# ---- adc0808_responder_flat ----
==> adc0808_responder_flat/met3.png <==
Drawn at 6 px/µm.
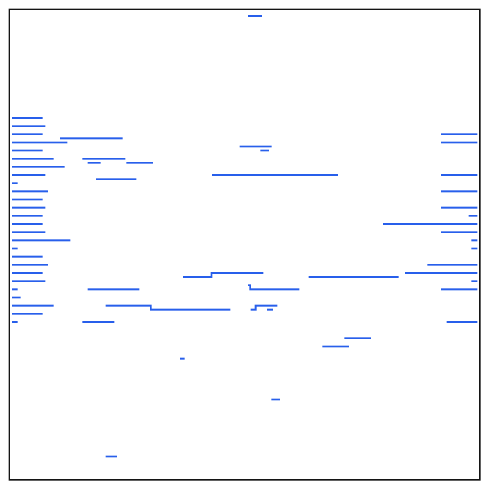

## src/rtl/adc0808_pkg.sv

```systemverilog
// Shared ADC0808 bus constants and responder state encoding.
// Used by the responder, the controller and their benches.
package adc0808_pkg;

    localparam int ADC_ADDR_W      = 3;
    localparam int ADC_DATA_W      = 8;
    localparam int ADC_CONV_CYCLES = 64;

    typedef enum logic [1:0] {
        IDLE,
        ARMED,
        CONVERT
    } adc_state_e;

endpackage

```

## src/rtl/adc0808_responder_if.sv

```systemverilog
// ADC0808 converter bus: controller drives ALE/START/OE/ADDR,
// device drives EOC and the result bus.
interface adc0808_responder_if;
    import adc0808_pkg::*;

    logic                  ale;
    logic                  start;
    logic                  oe;
    logic [ADC_ADDR_W-1:0] addr;
    logic                  eoc;
    logic [ADC_DATA_W-1:0] data_out;
    logic                  data_drv;

    modport master (
        output ale, start, oe, addr,
        input  eoc, data_out, data_drv
    );

    modport slave (
        input  ale, start, oe, addr,
        output eoc, data_out, data_drv
    );

endinterface

```

## src/rtl/adc_edge_detect.sv

```systemverilog
// Registered previous-value flop giving one-cycle rise/fall
// strobes for a single clk-synchronous bit.
module adc_edge_detect (
    input  logic clk,
    input  logic reset,
    input  logic i_d,
    output logic o_rise,
    output logic o_fall
);

    logic r_prev;

    always_ff @(posedge clk or posedge reset) begin
        if (reset) r_prev <= 1'b0;
        else       r_prev <= i_d;
    end

    assign o_rise = i_d & ~r_prev;
    assign o_fall = ~i_d & r_prev;

endmodule

```

## src/rtl/adc0808_responder.sv

```systemverilog
// ADC0808 device-side emulation: latches the channel address,
// runs a timed conversion and presents EOC plus the result.
module adc0808_responder
    import adc0808_pkg::*;
#(
    parameter int CONV_CYCLES = ADC_CONV_CYCLES,
    parameter int CH_COUNT    = 8
) (
    input  logic                           clk,
    input  logic                           reset,
    adc0808_responder_if.slave             bus,
    input  logic [CH_COUNT*ADC_DATA_W-1:0] ch_data,
    output logic                           conv_done
);

    localparam int CNT_W = $clog2(CONV_CYCLES);
    localparam logic [CNT_W-1:0] CNT_LOAD = CNT_W'(CONV_CYCLES - 1);

    logic                  w_ale_rise;
    logic                  w_ale_fall;
    logic                  w_start_rise;
    logic                  w_start_fall;
    logic [ADC_ADDR_W-1:0] w_sel_addr;
    logic [ADC_DATA_W-1:0] w_ch_val;

    adc_state_e            r_state;
    adc_state_e            w_state_nx;
    logic [CNT_W-1:0]      r_cnt;
    logic [CNT_W-1:0]      w_cnt_nx;
    logic [ADC_ADDR_W-1:0] r_addr;
    logic [ADC_DATA_W-1:0] r_snap;
    logic [ADC_DATA_W-1:0] w_snap_nx;
    logic [ADC_DATA_W-1:0] r_result;
    logic [ADC_DATA_W-1:0] w_result_nx;
    logic                  r_done;
    logic                  w_done_nx;

    adc_edge_detect u_ale_edge (
        .clk    (clk),
        .reset  (reset),
        .i_d    (bus.ale),
        .o_rise (w_ale_rise),
        .o_fall (w_ale_fall)
    );

    adc_edge_detect u_start_edge (
        .clk    (clk),
        .reset  (reset),
        .i_d    (bus.start),
        .o_rise (w_start_rise),
        .o_fall (w_start_fall)
    );

    // An ALE rise on the START-fall edge must steer that snapshot
    always_comb begin
        w_sel_addr = w_ale_rise ? bus.addr : r_addr;
        w_ch_val   = '0;
        for (int k = 0; k < CH_COUNT; k++) begin
            if (w_sel_addr == ADC_ADDR_W'(k))
                w_ch_val = ch_data[k*ADC_DATA_W +: ADC_DATA_W];
        end
    end

    always_ff @(posedge clk or posedge reset) begin
        if (reset)           r_addr <= '0;
        else if (w_ale_rise) r_addr <= bus.addr;
    end

    always_comb begin
        w_state_nx  = r_state;
        w_cnt_nx    = r_cnt;
        w_snap_nx   = r_snap;
        w_result_nx = r_result;
        w_done_nx   = 1'b0;
        unique case (r_state)
            IDLE: begin
                if (w_start_rise) w_state_nx = ARMED;
            end
            ARMED: begin
                if (w_start_fall) begin
                    w_state_nx = CONVERT;
                    w_snap_nx  = w_ch_val;
                    w_cnt_nx   = CNT_LOAD;
                end
            end
            CONVERT: begin
                if (w_start_rise) begin
                    w_state_nx = ARMED;
                end else if (r_cnt == '0) begin
                    w_state_nx  = IDLE;
                    w_result_nx = r_snap;
                    w_done_nx   = 1'b1;
                end else begin
                    w_cnt_nx = r_cnt - 1'b1;
                end
            end
            default: w_state_nx = IDLE;
        endcase
    end

    always_ff @(posedge clk or posedge reset) begin
        if (reset) begin
            r_state  <= IDLE;
            r_cnt    <= '0;
            r_snap   <= '0;
            r_result <= '0;
            r_done   <= 1'b0;
        end else begin
            r_state  <= w_state_nx;
            r_cnt    <= w_cnt_nx;
            r_snap   <= w_snap_nx;
            r_result <= w_result_nx;
            r_done   <= w_done_nx;
        end
    end

    assign bus.eoc      = (r_state == IDLE);
    assign bus.data_out = bus.oe ? r_result : '0;
    assign bus.data_drv = bus.oe;
    assign conv_done    = r_done;

endmodule

```

## src/flat_wrapper.sv

```systemverilog
// flat-port wrapper written by rule: the top's interface ports become plain ports
module adc0808_responder_flat import adc0808_pkg::*;
#(
    parameter int CONV_CYCLES = ADC_CONV_CYCLES,
    parameter int CH_COUNT    = 8
)
  (clk, reset, ch_data, conv_done, bus_ale, bus_start, bus_oe, bus_addr, bus_eoc, bus_data_out, bus_data_drv);
  adc0808_responder_if bus_i ();
  input  logic clk;
  input  logic reset;
  input  logic [CH_COUNT*ADC_DATA_W-1:0] ch_data;
  output logic conv_done;
  input wire logic [$bits(bus_i.ale)-1:0] bus_ale;
  input wire logic [$bits(bus_i.start)-1:0] bus_start;
  input wire logic [$bits(bus_i.oe)-1:0] bus_oe;
  input wire logic [$bits(bus_i.addr)-1:0] bus_addr;
  output wire logic [$bits(bus_i.eoc)-1:0] bus_eoc;
  output wire logic [$bits(bus_i.data_out)-1:0] bus_data_out;
  output wire logic [$bits(bus_i.data_drv)-1:0] bus_data_drv;
  assign bus_i.ale = bus_ale;
  assign bus_i.start = bus_start;
  assign bus_i.oe = bus_oe;
  assign bus_i.addr = bus_addr;
  assign bus_eoc = bus_i.eoc;
  assign bus_data_out = bus_i.data_out;
  assign bus_data_drv = bus_i.data_drv;
  adc0808_responder #(.CONV_CYCLES(CONV_CYCLES), .CH_COUNT(CH_COUNT)) u_core (.clk(clk), .reset(reset), .bus(bus_i), .ch_data(ch_data), .conv_done(conv_done));
endmodule
```

## config.mk

```make
export PLATFORM = sky130hd
export DESIGN_NAME = adc0808_responder_flat
export DESIGN_NICKNAME = d
export VERILOG_FILES = /design/src/rtl/adc0808_pkg.sv /design/src/rtl/adc0808_responder_if.sv /design/src/rtl/adc_edge_detect.sv /design/src/rtl/adc0808_responder.sv /design/src/flat_wrapper.sv
export SDC_FILE = /design/constraint.sdc
export NUM_CORES = 1
export LEC_CHECK = 0
export ABC_AREA = 1
export CORE_MARGIN = 5
export CORE_UTILIZATION = 43
export CTS_CLUSTER_SIZE = 30
export DETAILED_ROUTE_END_ITERATION = 10
export PLACE_DENSITY = 0.85
export SLEW_MARGIN = 5
export SYNTH_ARGS = -nofsm -noshare
export SYNTH_HDL_FRONTEND = slang
export SYNTH_HIERARCHICAL = 1
export SYNTH_SLANG_ARGS = --single-unit
```

## constraint.sdc

```tcl
create_clock -name clk -period 2.22 [get_ports clk]
set_input_delay 0.444 -clock clk [delete_from_list [all_inputs] [get_ports clk]]
set_output_delay 0.444 -clock clk [all_outputs]
set_load 0.05 [all_outputs]
```

# ---- ps2_keyboard_tx_flat ----
==> config.mk <==
export PLATFORM = sky130hd
export DESIGN_NAME = ps2_keyboard_tx_flat
export DESIGN_NICKNAME = d
export VERILOG_FILES = /design/src/rtl/ps2_keyboard_tx_if.sv /design/src/rtl/ps2_keyboard_tx.sv /design/src/flat_wrapper.sv
export SDC_FILE = /design/constraint.sdc
export NUM_CORES = 1
export LEC_CHECK = 0
export ABC_CLOCK_PERIOD_IN_PS = 3200
export CAP_MARGIN = 20
export CORE_ASPECT_RATIO = 0.9
export CORE_MARGIN = 8
export CORE_UTILIZATION = 58
export DETAILED_ROUTE_END_ITERATION = 7
export PLACE_DENSITY = 0.91
export SYNTH_ARGS = -nofsm -noshare
export SYNTH_HDL_FRONTEND = slang
export SYNTH_SLANG_ARGS = --single-unit
==> constraint.sdc <==
create_clock -name clk -period 3.2 [get_ports clk]
set_input_delay 0.64 -clock clk [delete_from_list [all_inputs] [get_ports clk]]
set_output_delay 0.64 -clock clk [all_outputs]
set_load 0.005 [all_outputs]
==> src/rtl/ps2_keyboard_tx_if.sv <==
// ps2_keyboard_tx_if: byte-push handshake into the PS/2 keyboard transmitter.
//   in_valid  producer -> tx   in_data carries a byte to queue
//   in_data   producer -> tx   8-bit scan-code byte
//   in_ready  tx -> producer   FIFO has room; depends on fill level only
// Handshake: a byte is transferred on every clk edge where in_valid && in_ready.
// in_valid does not wait for in_ready. A byte offered while in_ready=0 is dropped
// and never retried by the transmitter. in_ready never depends on in_valid.
interface ps2_keyboard_tx_if;
  logic       in_valid;
  logic [7:0] in_data;
  logic       in_ready;

  modport master (output in_valid, output in_data, input in_ready);
  modport slave  (input in_valid, input in_data, output in_ready);
endinterface

==> src/rtl/ps2_keyboard_tx.sv <==
// ps2_keyboard_tx: device-side PS/2 transmitter (keyboard emulator).
// Bytes queue in a small FIFO and are sent as 11-bit frames
// (start 0, data LSB first, odd parity, stop 1) on a generated ps2_clk.
// Ports:
//   clk, rst    system clock, synchronous active-high reset
//   in_if       byte push handshake (slave side), see ps2_keyboard_tx_if
//   ps2_clk     generated PS/2 clock, idle high, registered
//   ps2_data    PS/2 data, idle high, registered
//   busy        FIFO non-empty or a frame/gap in progress
//   fifo_count  bytes currently queued
//   state_dbg   current FSM state (0 idle, 1 send, 2 gap)
module ps2_keyboard_tx #(
  parameter int CLK_DIV    = 16,
  parameter int IDLE_GAP   = 64,
  parameter int FIFO_DEPTH = 4
) (
  input  logic                          clk,
  input  logic                          rst,
  ps2_keyboard_tx_if.slave              in_if,
  output logic                          ps2_clk,
  output logic                          ps2_data,
  output logic                          busy,
  output logic [$clog2(FIFO_DEPTH):0]   fifo_count,
  output logic [1:0]                    state_dbg
);

  localparam int AW      = $clog2(FIFO_DEPTH);
  localparam int CW      = AW + 1;
  localparam int DIV_MAX = (CLK_DIV > IDLE_GAP) ? CLK_DIV : IDLE_GAP;
  localparam int DW      = $clog2(DIV_MAX);

  localparam logic [DW-1:0] DIV_LAST  = DW'(CLK_DIV - 1);
  localparam logic [DW-1:0] GAP_LAST  = DW'(IDLE_GAP - 1);
  localparam logic [CW-1:0] FIFO_FULL = CW'(FIFO_DEPTH);

  localparam logic [1:0] S_IDLE = 2'd0;
  localparam logic [1:0] S_SEND = 2'd1;
  localparam logic [1:0] S_GAP  = 2'd2;

  logic [7:0]    mem [FIFO_DEPTH];
  logic [AW-1:0] wr_ptr;
  logic [AW-1:0] rd_ptr;
  logic [CW-1:0] count;
  logic          push;
  logic          pop;
  logic [7:0]    head;

  logic [1:0]    state;
  // Remaining frame bits after the start bit: {stop, parity, data[7:0]}.
  logic [9:0]    shift;
  logic [3:0]    bit_idx;
  logic          phase_high;
  logic [DW-1:0] div;

  assign head          = mem[rd_ptr];
  assign in_if.in_ready = (count != FIFO_FULL);
  assign push          = in_if.in_valid && in_if.in_ready;
  assign pop           = (state == S_IDLE) && (count != '0);

  assign busy       = (count != '0) || (state != S_IDLE);
  assign fifo_count = count;
  assign state_dbg  = state;

  // Storage carries no reset; only the pointers and count define validity.
  always_ff @(posedge clk) begin
    if (push) begin
      mem[wr_ptr] <= in_if.in_data;
    end
  end

  always_ff @(posedge clk) begin
    if (rst) begin
      wr_ptr <= '0;
      rd_ptr <= '0;
      count  <= '0;
    end else begin
      if (push) wr_ptr <= wr_ptr + 1'b1;
      if (pop)  rd_ptr <= rd_ptr + 1'b1;
      case ({push, pop})
        2'b10:   count <= count + 1'b1;
        2'b01:   count <= count - 1'b1;
        default: count <= count;
      endcase
    end
  end

  always_ff @(posedge clk) begin
    if (rst) begin
      state      <= S_IDLE;
      ps2_clk    <= 1'b1;
      ps2_data   <= 1'b1;
      shift      <= '1;
      bit_idx    <= '0;
      phase_high <= 1'b1;
      div        <= '0;
    end else begin
      case (state)
        S_IDLE: begin
          if (count != '0) begin
            // Start bit goes out immediately; ps2_clk stays high for a full
            // half-period so data is stable well before the first fall.
            shift      <= {1'b1, ~^head, head};
            ps2_data   <= 1'b0;
            ps2_clk    <= 1'b1;
            bit_idx    <= '0;
            phase_high <= 1'b1;
            div        <= '0;
            state      <= S_SEND;
          end
        end
        S_SEND: begin
          if (div == DIV_LAST) begin
            div <= '0;
            if (phase_high) begin
              ps2_clk    <= 1'b0;
              phase_high <= 1'b0;
            end else begin
              // Data only moves together with the rising clock edge.
              ps2_clk    <= 1'b1;
              phase_high <= 1'b1;
              if (bit_idx == 4'd10) begin
                ps2_data <= 1'b1;
                state    <= S_GAP;
              end else begin
                bit_idx  <= bit_idx + 4'd1;
                ps2_data <= shift[0];
                shift    <= {1'b1, shift[9:1]};
              end
            end
          end else begin
            div <= div + 1'b1;
          end
        end
        S_GAP: begin
          if (div == GAP_LAST) begin
            div   <= '0;
            state <= S_IDLE;
          end else begin
            div <= div + 1'b1;
          end
        end
        default: state <= S_IDLE;
      endcase
    end
  end

endmodule

==> src/flat_wrapper.sv <==
// flat-port wrapper written by rule: the top's interface ports become plain ports
module ps2_keyboard_tx_flat 
#(
  parameter int CLK_DIV    = 16,
  parameter int IDLE_GAP   = 64,
  parameter int FIFO_DEPTH = 4
)
  (clk, rst, ps2_clk, ps2_data, busy, fifo_count, state_dbg, in_if_in_valid, in_if_in_data, in_if_in_ready);
  ps2_keyboard_tx_if in_if_i ();
  input  logic clk;
  input  logic rst;
  output logic ps2_clk;
  output logic ps2_data;
  output logic busy;
  output logic [$clog2(FIFO_DEPTH):0] fifo_count;
  output logic [1:0] state_dbg;
  input wire logic [$bits(in_if_i.in_valid)-1:0] in_if_in_valid;
  input wire logic [$bits(in_if_i.in_data)-1:0] in_if_in_data;
  output wire logic [$bits(in_if_i.in_ready)-1:0] in_if_in_ready;
  assign in_if_i.in_valid = in_if_in_valid;
  assign in_if_i.in_data = in_if_in_data;
  assign in_if_in_ready = in_if_i.in_ready;
  ps2_keyboard_tx #(.CLK_DIV(CLK_DIV), .IDLE_GAP(IDLE_GAP), .FIFO_DEPTH(FIFO_DEPTH)) u_core (.clk(clk), .rst(rst), .in_if(in_if_i), .ps2_clk(ps2_clk), .ps2_data(ps2_data), .busy(busy), .fifo_count(fifo_count), .state_dbg(state_dbg));
endmodule
# ---- wbs_mem_bridge_flat ----
**src/rtl/wbs_mem_bridge_if.sv**
```systemverilog
// Wishbone slave-side bus bundle for wbs_mem_bridge.
// Signal names keep the caravel _i/_o suffixes as seen from the slave.
interface wbs_mem_bridge_if;
   logic        wbs_cyc_i;
   logic        wbs_stb_i;
   logic        wbs_we_i;
   logic [3:0]  wbs_sel_i;
   logic [31:0] wbs_adr_i;
   logic [31:0] wbs_dat_i;
   logic        wbs_ack_o;
   logic [31:0] wbs_dat_o;

   modport slave (
      input  wbs_cyc_i, wbs_stb_i, wbs_we_i, wbs_sel_i, wbs_adr_i, wbs_dat_i,
      output wbs_ack_o, wbs_dat_o
   );

   modport master (
      output wbs_cyc_i, wbs_stb_i, wbs_we_i, wbs_sel_i, wbs_adr_i, wbs_dat_i,
      input  wbs_ack_o, wbs_dat_o
   );
endinterface

```
**src/rtl/wbs_mem_bridge.sv**
```systemverilog
// Wishbone slave exposing NUM_REGIONS wide SRAM regions as 32-bit lanes.
// Define WBS_BRIDGE_RMW_EN to fill unwritten bytes of a partial word from SRAM before commit.
module wbs_mem_bridge #(
   parameter int          NUM_REGIONS        = 4,
   parameter int          MEM_WIDTH          = 64,
   parameter int          ADDR_W             = 8,
   parameter logic [31:0] REGION_BASE        = 32'h3001_0000,
   parameter int          REGION_STRIDE_LOG2 = 16
) (
   input  logic                             wb_clk_i,
   input  logic                             rst_n,
   wbs_mem_bridge_if.slave                  wbs,
   input  logic                             wbs_mode,
   output logic [NUM_REGIONS-1:0]           mem_csb,
   output logic [NUM_REGIONS-1:0]           mem_web,
   output logic [ADDR_W-1:0]                mem_addr,
   output logic [MEM_WIDTH-1:0]             mem_wdata,
   input  logic [NUM_REGIONS*MEM_WIDTH-1:0] mem_rdata,
   output logic                             err_flag
);
   localparam int LANES = (MEM_WIDTH + 31) / 32;
   localparam int LB    = (LANES > 1) ? $clog2(LANES) : 1;
   localparam int RW    = (NUM_REGIONS > 1) ? $clog2(NUM_REGIONS) : 1;
   localparam int SW    = LANES * 32;
   localparam int NB    = SW / 8;
   localparam int TW    = RW + ADDR_W;
   localparam int FLD   = 2 + LB + ADDR_W;
   // Offset bits between the word field and the region field must be zero.
   localparam logic [63:0] HI_MASK64 =
      ((64'd1 << REGION_STRIDE_LOG2) - 64'd1) & ~((64'd1 << FLD) - 64'd1);
   localparam logic [31:0] HI_MASK = HI_MASK64[31:0];

   typedef enum logic [2:0] {
      S_IDLE, S_RD_REQ, S_RD_CAP, S_W_COMMIT, S_ACK, S_RMW_RD, S_RMW_CAP
   } state_t;

   state_t                 state_q, state_d;
   logic [NUM_REGIONS-1:0] csb_q, csb_d, web_q, web_d;
   logic [ADDR_W-1:0]      addr_q, addr_d;
   logic [MEM_WIDTH-1:0]   wdata_q, wdata_d;
   logic                   ack_q, ack_d, err_q, err_d;
   logic [31:0]            dat_q, dat_d;
   logic [SW-1:0]          rbuf_q, rbuf_d, stg_q, stg_d;
   logic                   rbuf_vld_q, rbuf_vld_d, stg_vld_q, stg_vld_d;
   logic [TW-1:0]          rtag_q, rtag_d, stag_q, stag_d;
   logic [NB-1:0]          bm_q, bm_d;
   logic [LB-1:0]          rlane_q, rlane_d;
   logic [RW-1:0]          rreg_q, rreg_d;

   logic [31:0]     off, region_full;
   logic [RW-1:0]   region;
   logic [LB-1:0]   lane;
   logic [ADDR_W-1:0] word;
   logic [TW-1:0]   tag;
   logic            req, mapped, last_lane;
   logic [SW-1:0]   rd_ext, stg_m;
   logic [NB-1:0]   bm_m;

   assign off         = wbs.wbs_adr_i - REGION_BASE;
   assign region_full = off >> REGION_STRIDE_LOG2;
   assign region      = region_full[RW-1:0];
   assign lane        = wbs.wbs_adr_i[2 +: LB];
   assign word        = wbs.wbs_adr_i[2+LB +: ADDR_W];
   assign tag         = {region, word};
   assign req         = wbs.wbs_cyc_i & wbs.wbs_stb_i;
   assign last_lane   = (32'(lane) == LANES - 1);
   assign mapped      = (wbs.wbs_adr_i >= REGION_BASE) && (region_full < 32'(NUM_REGIONS)) &&
                        (32'(lane) < LANES) && ((off & HI_MASK) == 32'd0);

   // Bytes never written in this word come from fill (zero, or SRAM data under RMW).
   function automatic logic [MEM_WIDTH-1:0] commit_word(input logic [SW-1:0] stg,
                                                        input logic [NB-1:0] bm,
                                                        input logic [SW-1:0] fill);
      logic [SW-1:0] w;
      for (int i = 0; i < NB; i++) w[i*8 +: 8] = bm[i] ? stg[i*8 +: 8] : fill[i*8 +: 8];
      return w[MEM_WIDTH-1:0];
   endfunction

   always_comb begin
      rd_ext = '0;
      rd_ext[MEM_WIDTH-1:0] = mem_rdata[int'(rreg_q)*MEM_WIDTH +: MEM_WIDTH];
   end

   always_comb begin
      stg_m = (stg_vld_q && stag_q == tag) ? stg_q : '0;
      bm_m  = (stg_vld_q && stag_q == tag) ? bm_q  : '0;
      for (int b = 0; b < 4; b++) begin
         if (wbs.wbs_sel_i[b]) begin
            stg_m[int'(lane)*32 + b*8 +: 8] = wbs.wbs_dat_i[b*8 +: 8];
            bm_m[int'(lane)*4 + b]          = 1'b1;
         end
      end
   end

   always_comb begin
      state_d    = state_q;
      csb_d      = '1;
      web_d      = '1;
      addr_d     = addr_q;
      wdata_d    = wdata_q;
      ack_d      = 1'b0;
      dat_d      = dat_q;
      err_d      = err_q;
      rbuf_d     = rbuf_q;
      rbuf_vld_d = rbuf_vld_q;
      rtag_d     = rtag_q;
      stg_d      = stg_q;
      stg_vld_d  = stg_vld_q;
      stag_d     = stag_q;
      bm_d       = bm_q;
      rlane_d    = rlane_q;
      rreg_d     = rreg_q;
      case (state_q)
         S_IDLE: if (req) begin
            if (!mapped || !wbs_mode) begin
               state_d = S_ACK;
               ack_d   = 1'b1;
               dat_d   = '0;
               err_d   = 1'b1;
            end else if (!wbs.wbs_we_i) begin
               // Lane 0 always refetches so software can force a fresh snapshot.
               if (rbuf_vld_q && rtag_q == tag && lane != '0) begin
                  state_d = S_ACK;
                  ack_d   = 1'b1;
                  dat_d   = rbuf_q[int'(lane)*32 +: 32];
               end else begin
                  state_d       = S_RD_REQ;
                  csb_d[region] = 1'b0;
                  addr_d        = word;
                  rreg_d        = region;
                  rlane_d       = lane;
               end
            end else begin
               stg_d     = stg_m;
               bm_d      = bm_m;
               stg_vld_d = 1'b1;
               stag_d    = tag;
               addr_d    = word;
               rreg_d    = region;
               if (!last_lane) begin
                  state_d = S_ACK;
                  ack_d   = 1'b1;
`ifdef WBS_BRIDGE_RMW_EN
               end else if (!(&bm_m)) begin
                  state_d       = S_RMW_RD;
                  csb_d[region] = 1'b0;
`endif
               end else begin
                  state_d       = S_W_COMMIT;
                  csb_d[region] = 1'b0;
                  web_d[region] = 1'b0;
                  wdata_d       = commit_word(stg_m, bm_m, '0);
               end
            end
         end
         S_RD_REQ: state_d = S_RD_CAP;
         S_RD_CAP: begin
            rbuf_d     = rd_ext;
            rbuf_vld_d = 1'b1;
            rtag_d     = {rreg_q, addr_q};
            dat_d      = rd_ext[int'(rlane_q)*32 +: 32];
            state_d    = S_ACK;
            ack_d      = 1'b1;
         end
`ifdef WBS_BRIDGE_RMW_EN
         S_RMW_RD: state_d = S_RMW_CAP;
         S_RMW_CAP: begin
            state_d       = S_W_COMMIT;
            csb_d[rreg_q] = 1'b0;
            web_d[rreg_q] = 1'b0;
            wdata_d       = commit_word(stg_q, bm_q, rd_ext);
         end
`endif
         S_W_COMMIT: begin
            stg_vld_d  = 1'b0;
            rbuf_vld_d = 1'b0;
            state_d    = S_ACK;
            ack_d      = 1'b1;
         end
         S_ACK:   state_d = S_IDLE;
         default: state_d = S_IDLE;
      endcase
   end

   always_ff @(posedge wb_clk_i or negedge rst_n) begin
      if (!rst_n) begin
         state_q    <= S_IDLE;
         csb_q      <= '1;
         web_q      <= '1;
         addr_q     <= '0;
         wdata_q    <= '0;
         ack_q      <= 1'b0;
         dat_q      <= '0;
         err_q      <= 1'b0;
         rbuf_q     <= '0;
         rbuf_vld_q <= 1'b0;
         rtag_q     <= '0;
         stg_q      <= '0;
         stg_vld_q  <= 1'b0;
         stag_q     <= '0;
         bm_q       <= '0;
         rlane_q    <= '0;
         rreg_q     <= '0;
      end else begin
         state_q    <= state_d;
         csb_q      <= csb_d;
         web_q      <= web_d;
         addr_q     <= addr_d;
         wdata_q    <= wdata_d;
         ack_q      <= ack_d;
         dat_q      <= dat_d;
         err_q      <= err_d;
         rbuf_q     <= rbuf_d;
         rbuf_vld_q <= rbuf_vld_d;
         rtag_q     <= rtag_d;
         stg_q      <= stg_d;
         stg_vld_q  <= stg_vld_d;
         stag_q     <= stag_d;
         bm_q       <= bm_d;
         rlane_q    <= rlane_d;
         rreg_q     <= rreg_d;
      end
   end

   assign wbs.wbs_ack_o = ack_q;
   assign wbs.wbs_dat_o = dat_q;
   assign mem_csb       = csb_q;
   assign mem_web       = web_q;
   assign mem_addr      = addr_q;
   assign mem_wdata     = wdata_q;
   assign err_flag      = err_q;
endmodule

```
**src/flat_wrapper.sv**
```systemverilog
// flat-port wrapper written by rule: the top's interface ports become plain ports
module wbs_mem_bridge_flat 
#(
   parameter int          NUM_REGIONS        = 4,
   parameter int          MEM_WIDTH          = 64,
   parameter int          ADDR_W             = 8,
   parameter logic [31:0] REGION_BASE        = 32'h3001_0000,
   parameter int          REGION_STRIDE_LOG2 = 16
)
  (wb_clk_i, rst_n, wbs_mode, mem_csb, mem_web, mem_addr, mem_wdata, mem_rdata, err_flag, wbs_wbs_cyc_i, wbs_wbs_stb_i, wbs_wbs_we_i, wbs_wbs_sel_i, wbs_wbs_adr_i, wbs_wbs_dat_i, wbs_wbs_ack_o, wbs_wbs_dat_o);
  wbs_mem_bridge_if wbs_i ();
  input  logic wb_clk_i;
  input  logic rst_n;
  input  logic wbs_mode;
  output logic [NUM_REGIONS-1:0] mem_csb;
  output logic [NUM_REGIONS-1:0] mem_web;
  output logic [ADDR_W-1:0] mem_addr;
  output logic [MEM_WIDTH-1:0] mem_wdata;
  input  logic [NUM_REGIONS*MEM_WIDTH-1:0] mem_rdata;
  output logic err_flag;
  input wire logic [$bits(wbs_i.wbs_cyc_i)-1:0] wbs_wbs_cyc_i;
  input wire logic [$bits(wbs_i.wbs_stb_i)-1:0] wbs_wbs_stb_i;
  input wire logic [$bits(wbs_i.wbs_we_i)-1:0] wbs_wbs_we_i;
  input wire logic [$bits(wbs_i.wbs_sel_i)-1:0] wbs_wbs_sel_i;
  input wire logic [$bits(wbs_i.wbs_adr_i)-1:0] wbs_wbs_adr_i;
  input wire logic [$bits(wbs_i.wbs_dat_i)-1:0] wbs_wbs_dat_i;
  output wire logic [$bits(wbs_i.wbs_ack_o)-1:0] wbs_wbs_ack_o;
  output wire logic [$bits(wbs_i.wbs_dat_o)-1:0] wbs_wbs_dat_o;
  assign wbs_i.wbs_cyc_i = wbs_wbs_cyc_i;
  assign wbs_i.wbs_stb_i = wbs_wbs_stb_i;
  assign wbs_i.wbs_we_i = wbs_wbs_we_i;
  assign wbs_i.wbs_sel_i = wbs_wbs_sel_i;
  assign wbs_i.wbs_adr_i = wbs_wbs_adr_i;
  assign wbs_i.wbs_dat_i = wbs_wbs_dat_i;
  assign wbs_wbs_ack_o = wbs_i.wbs_ack_o;
  assign wbs_wbs_dat_o = wbs_i.wbs_dat_o;
  wbs_mem_bridge #(.NUM_REGIONS(NUM_REGIONS), .MEM_WIDTH(MEM_WIDTH), .ADDR_W(ADDR_W), .REGION_BASE(REGION_BASE), .REGION_STRIDE_LOG2(REGION_STRIDE_LOG2)) u_core (.wb_clk_i(wb_clk_i), .rst_n(rst_n), .wbs(wbs_i), .wbs_mode(wbs_mode), .mem_csb(mem_csb), .mem_web(mem_web), .mem_addr(mem_addr), .mem_wdata(mem_wdata), .mem_rdata(mem_rdata), .err_flag(err_flag));
endmodule
```
**config.mk**
```make
export PLATFORM = sky130hd
export DESIGN_NAME = wbs_mem_bridge_flat
export DESIGN_NICKNAME = d
export VERILOG_FILES = /design/src/rtl/wbs_mem_bridge_if.sv /design/src/rtl/wbs_mem_bridge.sv /design/src/flat_wrapper.sv
export SDC_FILE = /design/constraint.sdc
export NUM_CORES = 1
export LEC_CHECK = 0
export ABC_AREA = 1
export CORE_UTILIZATION = 46
export CTS_CLUSTER_SIZE = 8
export DETAILED_ROUTE_END_ITERATION = 10
export GPL_ROUTABILITY_DRIVEN = 0
export HOLD_SLACK_MARGIN = 0.03
export PLACE_DENSITY_LB_ADDON = 0.1
export SYNTH_ARGS = -nofsm -noshare
export SYNTH_HDL_FRONTEND = slang
export SYNTH_SLANG_ARGS = --single-unit
```
**constraint.sdc**
```tcl
create_clock -name wb_clk_i -period 2.57 [get_ports wb_clk_i]
set_clock_uncertainty 0.2 [all_clocks]
set_input_delay 0.514 -clock wb_clk_i [delete_from_list [all_inputs] [get_ports wb_clk_i]]
set_output_delay 0.514 -clock wb_clk_i [all_outputs]
set_load 0.01 [all_outputs]
```
# ---- serial_subtractor ----
`src/rtl/serial_subtractor.sv`:
```
// serial_subtractor
// Bit-serial subtractor computing (a - b - bin) mod 2^WIDTH, one bit per
// clock, LSB first, through a single full-subtractor cell and a borrow flop.
//
// Ports:
//   clock  - rising-edge clock
//   reset  - synchronous active-high reset
//   start  - launch request; accepted in IDLE or DONE
//   a, b   - minuend / subtrahend, captured on an accepted start
//   bin    - borrow-in, captured on an accepted start
//   busy   - high while bits are being processed
//   done   - one-cycle pulse when diff/bout are newly valid
//   diff   - registered difference
//   bout   - registered borrow-out (1 when a < b + bin)
//   ovf    - signed overflow flag (only when SERIAL_SUB_OVF_EN is defined)
//
// Optional feature macro: SERIAL_SUB_OVF_EN adds the ovf output and two
// flops that hold the captured operand sign bits.

module serial_subtractor #(
  parameter int WIDTH = 4
) (
  input  logic             clock,
  input  logic             reset,
  input  logic             start,
  input  logic [WIDTH-1:0] a,
  input  logic [WIDTH-1:0] b,
  input  logic             bin,
  output logic             busy,
  output logic             done,
  output logic [WIDTH-1:0] diff,
  output logic             bout
`ifdef SERIAL_SUB_OVF_EN
  ,
  output logic             ovf
`endif
);

  localparam int CW = (WIDTH > 2) ? $clog2(WIDTH) : 1;
  localparam logic [CW-1:0] LAST_COUNT = CW'(WIDTH - 1);

  typedef enum logic [1:0] {
    IDLE = 2'd0,
    RUN  = 2'd1,
    DONE = 2'd2
  } state_t;

  state_t           state_reg;
  logic [WIDTH-1:0] sa_reg;
  logic [WIDTH-1:0] sb_reg;
  logic [WIDTH-1:0] sd_reg;
  logic             br_reg;
  logic [CW-1:0]    count_reg;

  // Full-subtractor cell operating on the current LSBs.
  logic             bit_x;
  logic             bit_y;
  logic             d_next;
  logic             br_next;
  logic [WIDTH-1:0] sd_next;

  always_comb begin
    bit_x   = sa_reg[0];
    bit_y   = sb_reg[0];
    d_next  = bit_x ^ bit_y ^ br_reg;
    br_next = (~bit_x & bit_y) | (~bit_x & br_reg) | (bit_y & br_reg);
    sd_next = {d_next, sd_reg[WIDTH-1:1]};
  end

`ifdef SERIAL_SUB_OVF_EN
  logic a_msb_reg;
  logic b_msb_reg;
`endif

  always_ff @(posedge clock) begin
    if (reset) begin
      state_reg <= IDLE;
      sa_reg    <= '0;
      sb_reg    <= '0;
      sd_reg    <= '0;
      br_reg    <= 1'b0;
      count_reg <= '0;
      busy      <= 1'b0;
      done      <= 1'b0;
      diff      <= '0;
      bout      <= 1'b0;
`ifdef SERIAL_SUB_OVF_EN
      a_msb_reg <= 1'b0;
      b_msb_reg <= 1'b0;
      ovf       <= 1'b0;
`endif
    end else begin
      case (state_reg)
        IDLE, DONE: begin
          done <= 1'b0;
          if (start) begin
            sa_reg    <= a;
            sb_reg    <= b;
            br_reg    <= bin;
            count_reg <= '0;
            busy      <= 1'b1;
            state_reg <= RUN;
`ifdef SERIAL_SUB_OVF_EN
            a_msb_reg <= a[WIDTH-1];
            b_msb_reg <= b[WIDTH-1];
`endif
          end else begin
            state_reg <= IDLE;
          end
        end

        RUN: begin
          // start is deliberately ignored here; operands stay untouched.
          br_reg    <= br_next;
          sd_reg    <= sd_next;
          sa_reg    <= sa_reg >> 1;
          sb_reg    <= sb_reg >> 1;
          count_reg <= count_reg + 1'b1;
          if (count_reg == LAST_COUNT) begin
            // Publish using the final cell outputs of this same edge.
            state_reg <= DONE;
            busy      <= 1'b0;
            done      <= 1'b1;
            diff      <= sd_next;
            bout      <= br_next;
`ifdef SERIAL_SUB_OVF_EN
            ovf       <= (a_msb_reg != b_msb_reg) && (d_next != a_msb_reg);
`endif
          end
        end

        default: begin
          state_reg <= IDLE;
          busy      <= 1'b0;
          done      <= 1'b0;
        end
      endcase
    end
  end

endmodule

```
`config.mk`:
```
export PLATFORM = sky130hd
export DESIGN_NAME = serial_subtractor
export DESIGN_NICKNAME = d
export VERILOG_FILES = /design/src/rtl/serial_subtractor.sv
export SDC_FILE = /design/constraint.sdc
export NUM_CORES = 1
export LEC_CHECK = 0
export ABC_CLOCK_PERIOD_IN_PS = 2600
export CAP_MARGIN = 10
export CORE_ASPECT_RATIO = 1.5
export CORE_MARGIN = 4
export CORE_UTILIZATION = 45
export CTS_CLUSTER_SIZE = 40
export DETAILED_ROUTE_END_ITERATION = 6
export DONT_BUFFER_PORTS = 1
export PLACE_DENSITY = 0.69
export SLEW_MARGIN = 10
export SYNTH_ARGS = -nofsm -noshare
export SYNTH_HDL_FRONTEND = slang
export SYNTH_SLANG_ARGS = --single-unit
```
`constraint.sdc`:
```
create_clock -name clock -period 2.6 [get_ports clock]
set_input_delay 0.39 -clock clock [delete_from_list [all_inputs] [get_ports clock]]
set_output_delay 0.39 -clock clock [all_outputs]
set_load 0.05 [all_outputs]
```
==> adc0808_responder_flat/final_congestion.png <==
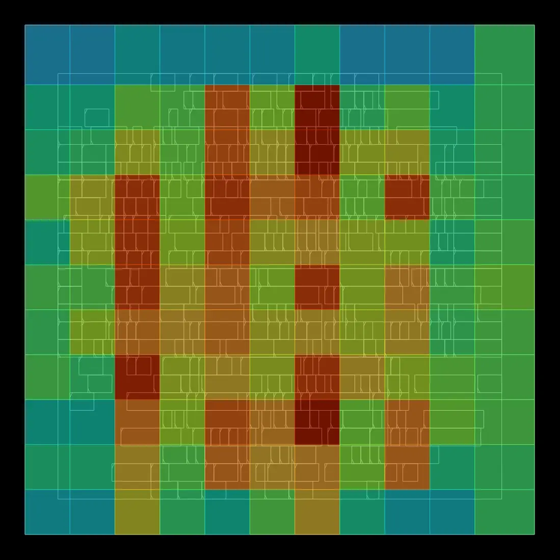
Top Usage Layer GRT: met2
final core utilization: 71.20%
met2 Usage GRT: 33.65%
Routed WL per cell: 13.31 µm
total global-route track usage: 18.91%

About adc0808_responder_flat/met3.png:
wire length on this layer: 356 µm
longest straight run: 20.7 µm
main direction: horizontal
share of all routed wire: 6.2%
nets with wire on the layer: 57
DRT Wirelength: 5.789 mm
Via Count: 2,172
M3 GR Usage: 3.890%

==> reports/metrics.cfg, adc0808_responder_flat <==
[final_timing]
finalSetupViolCount = 0
rsz0062_at_grt = false
slew_viol_final = 0

[setup_path]
crit_path_start = u_core/r_state[1]$_DFFE_PP0P_
critPathKind = reg -> out

[status]
status = finished clean

[detailed_routing]
final_antenna_net_count = 0

[layout]
layout_top_cell = nand2_1
buf_share_pct = 33.69
seq_area_um2 = 750.7
top_area_cell_class = buffers

[synthesis]
synth.avg_cell_area_um2 = 6.914
syn_inst = 289

[floorplan]
fp_util_pct = 44.96

[pwr]
switchingPower_uw = 708.0

[placement]
dp_hpwl_mm = 4.631

[clock_tree]
clock-sinks = 30

[adc0808_responder_flat: flip-flops by register name, indices dropped and copies added (netlist names)]
name,count
u_core/conv_done,1
u_core/r_result,8
u_core/u_start_edge/r_prev,1
u_core/r_snap,8
u_core/r_state,2
u_core/r_cnt,6
u_core/u_ale_edge/r_prev,1
u_core/r_addr,3
[adc0808_responder_flat: critical path, stage by stage (launching register included)]
cell	delay [ns]
dfrtp_1	0.44
nor2_1	0.12
clkdlybuf4s50_1	0.82
[adc0808_responder_flat: stage by stage]
| step | util [%] | setup TNS (ns) | std cells | worst slack (ns) |
|---|---|---|---|---|
| 3_3_place_gp | 68.64 | -0.1743 | 427 | -0.03425 |
| 6_report | 71.20 | 0 | 435 | 0.1203 |
| 5_1_grt | 71.20 | 0 | 435 | 0.006129 |
| 2_1_floorplan | - | 0 | 289 | 0.4313 |
| 3_5_place_dp | 68.64 | -0.6386 | 427 | -0.1057 |
| 4_1_cts | 70.69 | 0 | 435 | 0.1172 |
[adc0808_responder_flat: routing by layer]
metal | track usage [%] | vias up
met5 | 0 | -
met4 | 6.818 | 0
met3 | 3.890 | 8
met2 | 33.65 | 79
met1 | 22.56 | 974
li1 | - | 1111
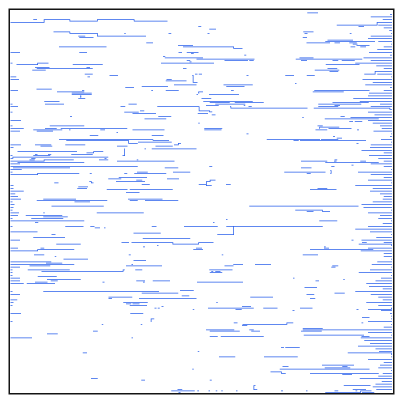
(wbs_mem_bridge_flat/met3.png)
Drawn at 2 px/µm.
wire length on this layer: 4,930 µm
main direction: horizontal
nets with wire on the layer: 412
longest straight run: 63.2 µm
share of all routed wire: 8.2%
M3 GR Usage: 5.636%
DRT Wirelength: 60.45 mm
Via Count: 18,200

==> reports/metrics.cfg, wbs_mem_bridge_flat <==
[setup_path]
worstPathArrival_ns = 2.64
crit_path_start = wbs_wbs_adr_i[26]
cp_cell_sequence = clkdlybuf4s50_1 -> inv_1 -> nand2_1 -> nor2_2 -> nand3_1 -> nand2_1 -> nand3_2 -> inv_1 -> nand2_1 -> nor2_4 -> buf_6 -> nand3_4 -> buf_12 -> nand2_1 -> nand2_1

[final_timing]
hold_ws_ns = 0.2763
fin_crit_ns = 2.452
finalSetupViolCount = 0

[grt]
gr-total-overflow = 0

[pwr]
combinationalPowerShare_pct = 12.4
switchingPower_mw = 2.522
powerComb_mw = 1.30
peakVddDrop_uv = 381.2

[clock_tree]
cts_setup_buffers = 4
clk_path_buf_depth = 3

[floorplan]
coreArea_um2 = 35480

[placement]
numPortBuffers = 441
dp_slack_ns = -0.5836

[layout]
layout_top_cell = nand2_1
area_growth_syn_to_layout_pct = 43.90
n_fill_cell = 3001

[hold_path]
timing.hold.worst_path_depth = 2

[status]
status = finished clean

wbs_mem_bridge_flat: kinds of logic (layout without fill, tap and decap cells):
group / count (synthesis) / in the layout / synth area share [%]
flops: 278 / 278 / 42.17
buf+inv: 352 / 843 / 8.876
fa+ha+maj: 4 / 4 / 0.3030
simple gates: 1457 / 1458 / 36.52
xor+xnor: 7 / 7 / 0.3711
other cells: 0 / 5 / 0
compound gates: 344 / 344 / 11.76
wbs_mem_bridge_flat: stage by stage:
stage	utilization, %	cell area, µm²	TNS (ns)
floorplan	-	16520	0
global placement	62.61	22220	-100.78
detailed placement	62.61	22220	-110.26
CTS	66.09	23450	0
global route	66.99	23770	-0.2280
finish	67.00	23770	0
wbs_mem_bridge_flat: routing by layer:
layer | vias to the layer above | share of wire, %
met1 | 8452 | 40
met4 | 4 | 4.7
met5 | - | 0.045
met3 | 170 | 8.2
met2 | 848 | 47
li1 | 8725 | -
wbs_mem_bridge_flat: area by class of cell:
class	instances	share of cell area (%)
Multi-Input combinational cell	1813	34.65
Sequential cell	278	29.33
Timing Repair Buffer	600	25.93
Clock buffer	49	4.484
Inverter	192	3.063
Tap cell	461	2.426
Clock inverter	2	0.07368
Antenna cell	5	0.05263
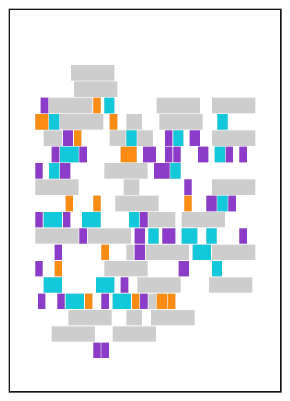
(serial_subtractor/gate_families.png)
Drawn at 6 px/µm.
[purple] NAND gates | cells: 36
[cyan] inverting AOI/OAI gates | cells: 22
[orange] NOR gates | cells: 14
logic share of the area: 44.41%
Commonest Layout Cell: nand2_1
Finished Layout Cells: 126

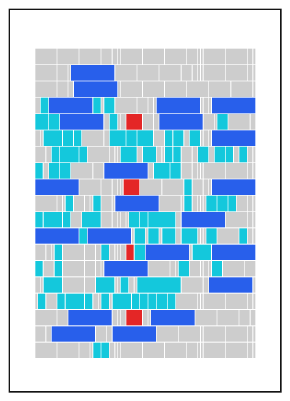
(serial_subtractor/cell_classes.png)
Drawn at 6 px/µm. Fill, decap, tap and diode cells in grey.
[red] clock drivers and dummy loads | cells: 4 | share of their area: 2.9%
[blue] flip-flops | cells: 23 | share of their area: 51%
[cyan] all other logic | cells: 78 | share of their area: 46%
Design Area, Final: 929.6 µm²
sequential portion of the cell area: 49.53%
Site Rows: 19

==> reports/metrics.cfg, serial_subtractor <==
[synthesis]
ys_cells = 109
synth.avg_cell_area_um2 = 8.483
syn_inst = 109

[layout]
clk_share_pct = 2.826
area_growth_syn_to_layout_pct = 0.5413
seq_area_um2 = 460.4
nMultiInputCombCells = 77

[pwr]
powerClk_uw = 159
power_frac_seq_pct = 64.0
power_density_nw_per_um2 = 654.3
p_seq_uw = 389

[placement]
post-place-cells = 122
dp_hpwl_mm = 1.093

[hold_path]
hold_class = in -> reg

[status]
status = finished clean

[setup_path]
slowest_delay_ns = 0.60
cp_cell_sequence = nand2b_1 -> nor2_1 -> a311oi_1

[floorplan]
fp_util_pct = 48.62

[clock_tree]
root_buffer = clkbuf_4

[grt]
grt_first_pass_wirelength_mm = 2.725

==> serial_subtractor: final timing paths <==
| path | start | end | slack (ns) | cells past startpoint |
|---|---|---|---|---|
| worst max-delay path | state_reg[1]$_SDFFE_PP0P_ | sa_reg[2]$_SDFFE_PP0P_ | 1.22 | 3 |
| worst min-delay path | reset | count_reg[0]$_SDFFE_PP0P_ | 0.14 | 1 |
| worst max register to register | state_reg[1]$_SDFFE_PP0P_ | sa_reg[2]$_SDFFE_PP0P_ | 1.22 | 3 |
| worst min register to register | sd_reg[1]$_SDFFE_PP0P_ | sd_reg[1]$_SDFFE_PP0P_ | 0.47 | 2 |
==> serial_subtractor: cells by family (layout without fill, tap and decap cells) <==
logic type | count (synthesis) | in the layout | synth area share [%]
AOI/OAI and AO/OA | 23 | 23 | 16.24
DFF | 23 | 23 | 49.80
buffers and inverters | 9 | 5 | 5.547
adders and majority gates | 2 | 2 | 3.518
and+or+nand+nor | 52 | 52 | 24.90
==> serial_subtractor: metal layers <==
metal | vias to the layer above | routed length, µm | track usage, %
met2 | 18 | 744 | 18.79
met1 | 337 | 675 | 15.68
met4 | 0 | 47 | 8.791
met3 | 5 | 87 | 1.994
li1 | 366 | - | -
met5 | - | 0 | 0
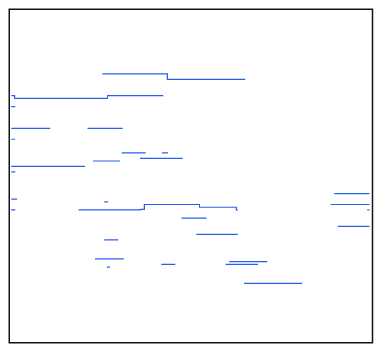
(ps2_keyboard_tx_flat/met3.png)
Drawn at 4 px/µm.
nets with wire on the layer: 19
wire length on this layer: 269 µm
M3 GR Usage: 5.935%
DRT Wirelength: 5.111 mm
Via Count: 1,870

==> reports/metrics.cfg, ps2_keyboard_tx_flat <==
[setup_path]
slowest_delay_ns = 0.64
cp_max_fo = 8

[grt]
antenna_found_initial = 0
grt_pass1_vias = 1788

[floorplan]
rows = 24

[synthesis]
area_leaders = edfxtp_1 (33%), dfxtp_1 (22%), mux4_2 (6.2%)
seq_area_frac_synth_pct = 55.41
edf_count = 32

[clock_tree]
htreeDepth = 3
cts_setup_buffers = 0

[layout]
finish.utilization_pct = 69.36

[pwr]
swShare_pct = 35.36

[detailed_routing]
final_antenna_net_count = 0
drc = 0

[status]
status = finished clean

[placement]
place_area_um2 = 3134

ps2_keyboard_tx_flat: worst paths after layout:
path	from	to	slack (ns)	cells past startpoint
setup / recovery	u_core.state_dbg[0]$_SDFFE_PP0P_	busy	0.32	4
hold / removal	u_core.shift[5]$_SDFFE_PP1P_	u_core.shift[5]$_SDFFE_PP1P_	0.46	1
setup reg to reg	u_core.bit_idx[0]$_SDFFE_PP0P_	u_core.bit_idx[3]$_SDFFE_PP0P_	0.79	7
hold reg to reg	u_core.shift[5]$_SDFFE_PP1P_	u_core.shift[5]$_SDFFE_PP1P_	0.46	1
ps2_keyboard_tx_flat: worst register-to-register path: stages (launching register included):
cell	delay (ns)
dfxtp_1	0.38
inv_1	0.08
ha_1	0.21
and3b_1	0.16
o21ai_1	0.30
o2111ai_4	0.42
or4b_1	0.62
a31oi_1	0.16
ps2_keyboard_tx_flat: final cells by class:
cell class	instances	area, µm²
well taps	65	81.33
repair buffers	21	205.2
multi-input cells	154	1212
clock buffers	9	123.9
flip-flops and latches	64	1602
fillers	339	1481
clock inverters	7	95.09
inverters	9	33.78

==> screenshots <==
Cell sizes after repair.
shot_01.png
Drawn at 6 px/µm.
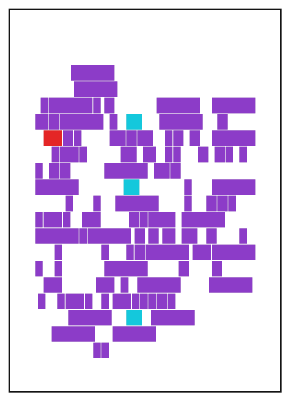
shot_02.png
Drawn at 2 px/µm.
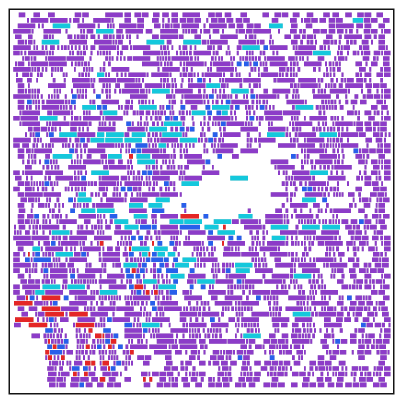
shot_03.png
Drawn at 4 px/µm.
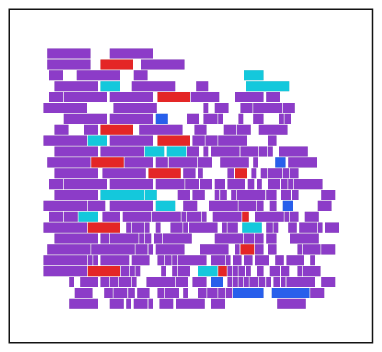
shot_04.png
Drawn at 4 px/µm.
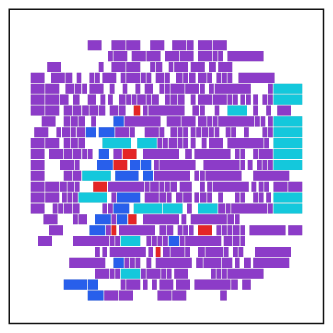
- ps2_keyboard_tx_flat = shot_03.png
- adc0808_responder_flat = shot_04.png
- serial_subtractor = shot_01.png
- wbs_mem_bridge_flat = shot_02.png

Key to shot_01.png:
[cyan] drive 3 to 4 | cells: 3 | share: 2.9%
[red] drive 2 | cells: 1 | share: 0.95%
[purple] drive 1 or less | cells: 101 | share: 96%



==> screenshots <==
Gate families picked out.
(a)
Drawn at 4 px/µm.
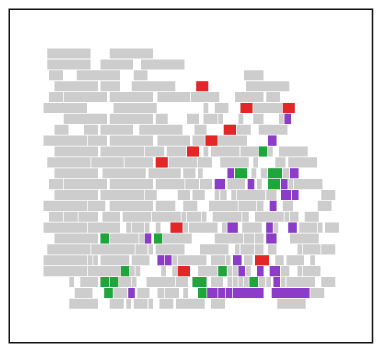
(b)
Drawn at 2 px/µm.
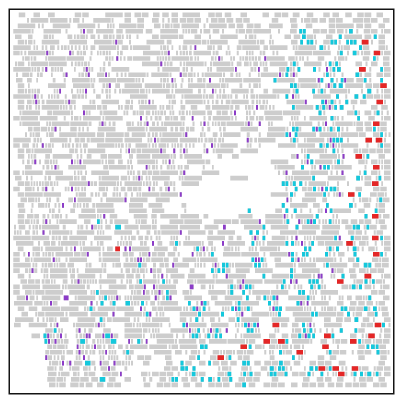
(c)
Drawn at 4 px/µm.
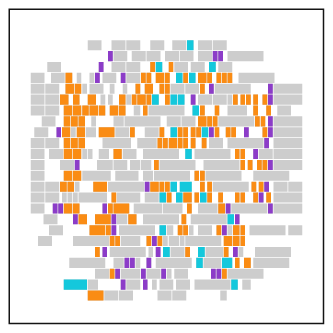
The one with the fewest cells is (a).
The one with the smallest die is (c).
(c) -> adc0808_responder_flat
(a) -> ps2_keyboard_tx_flat
(b) -> wbs_mem_bridge_flat

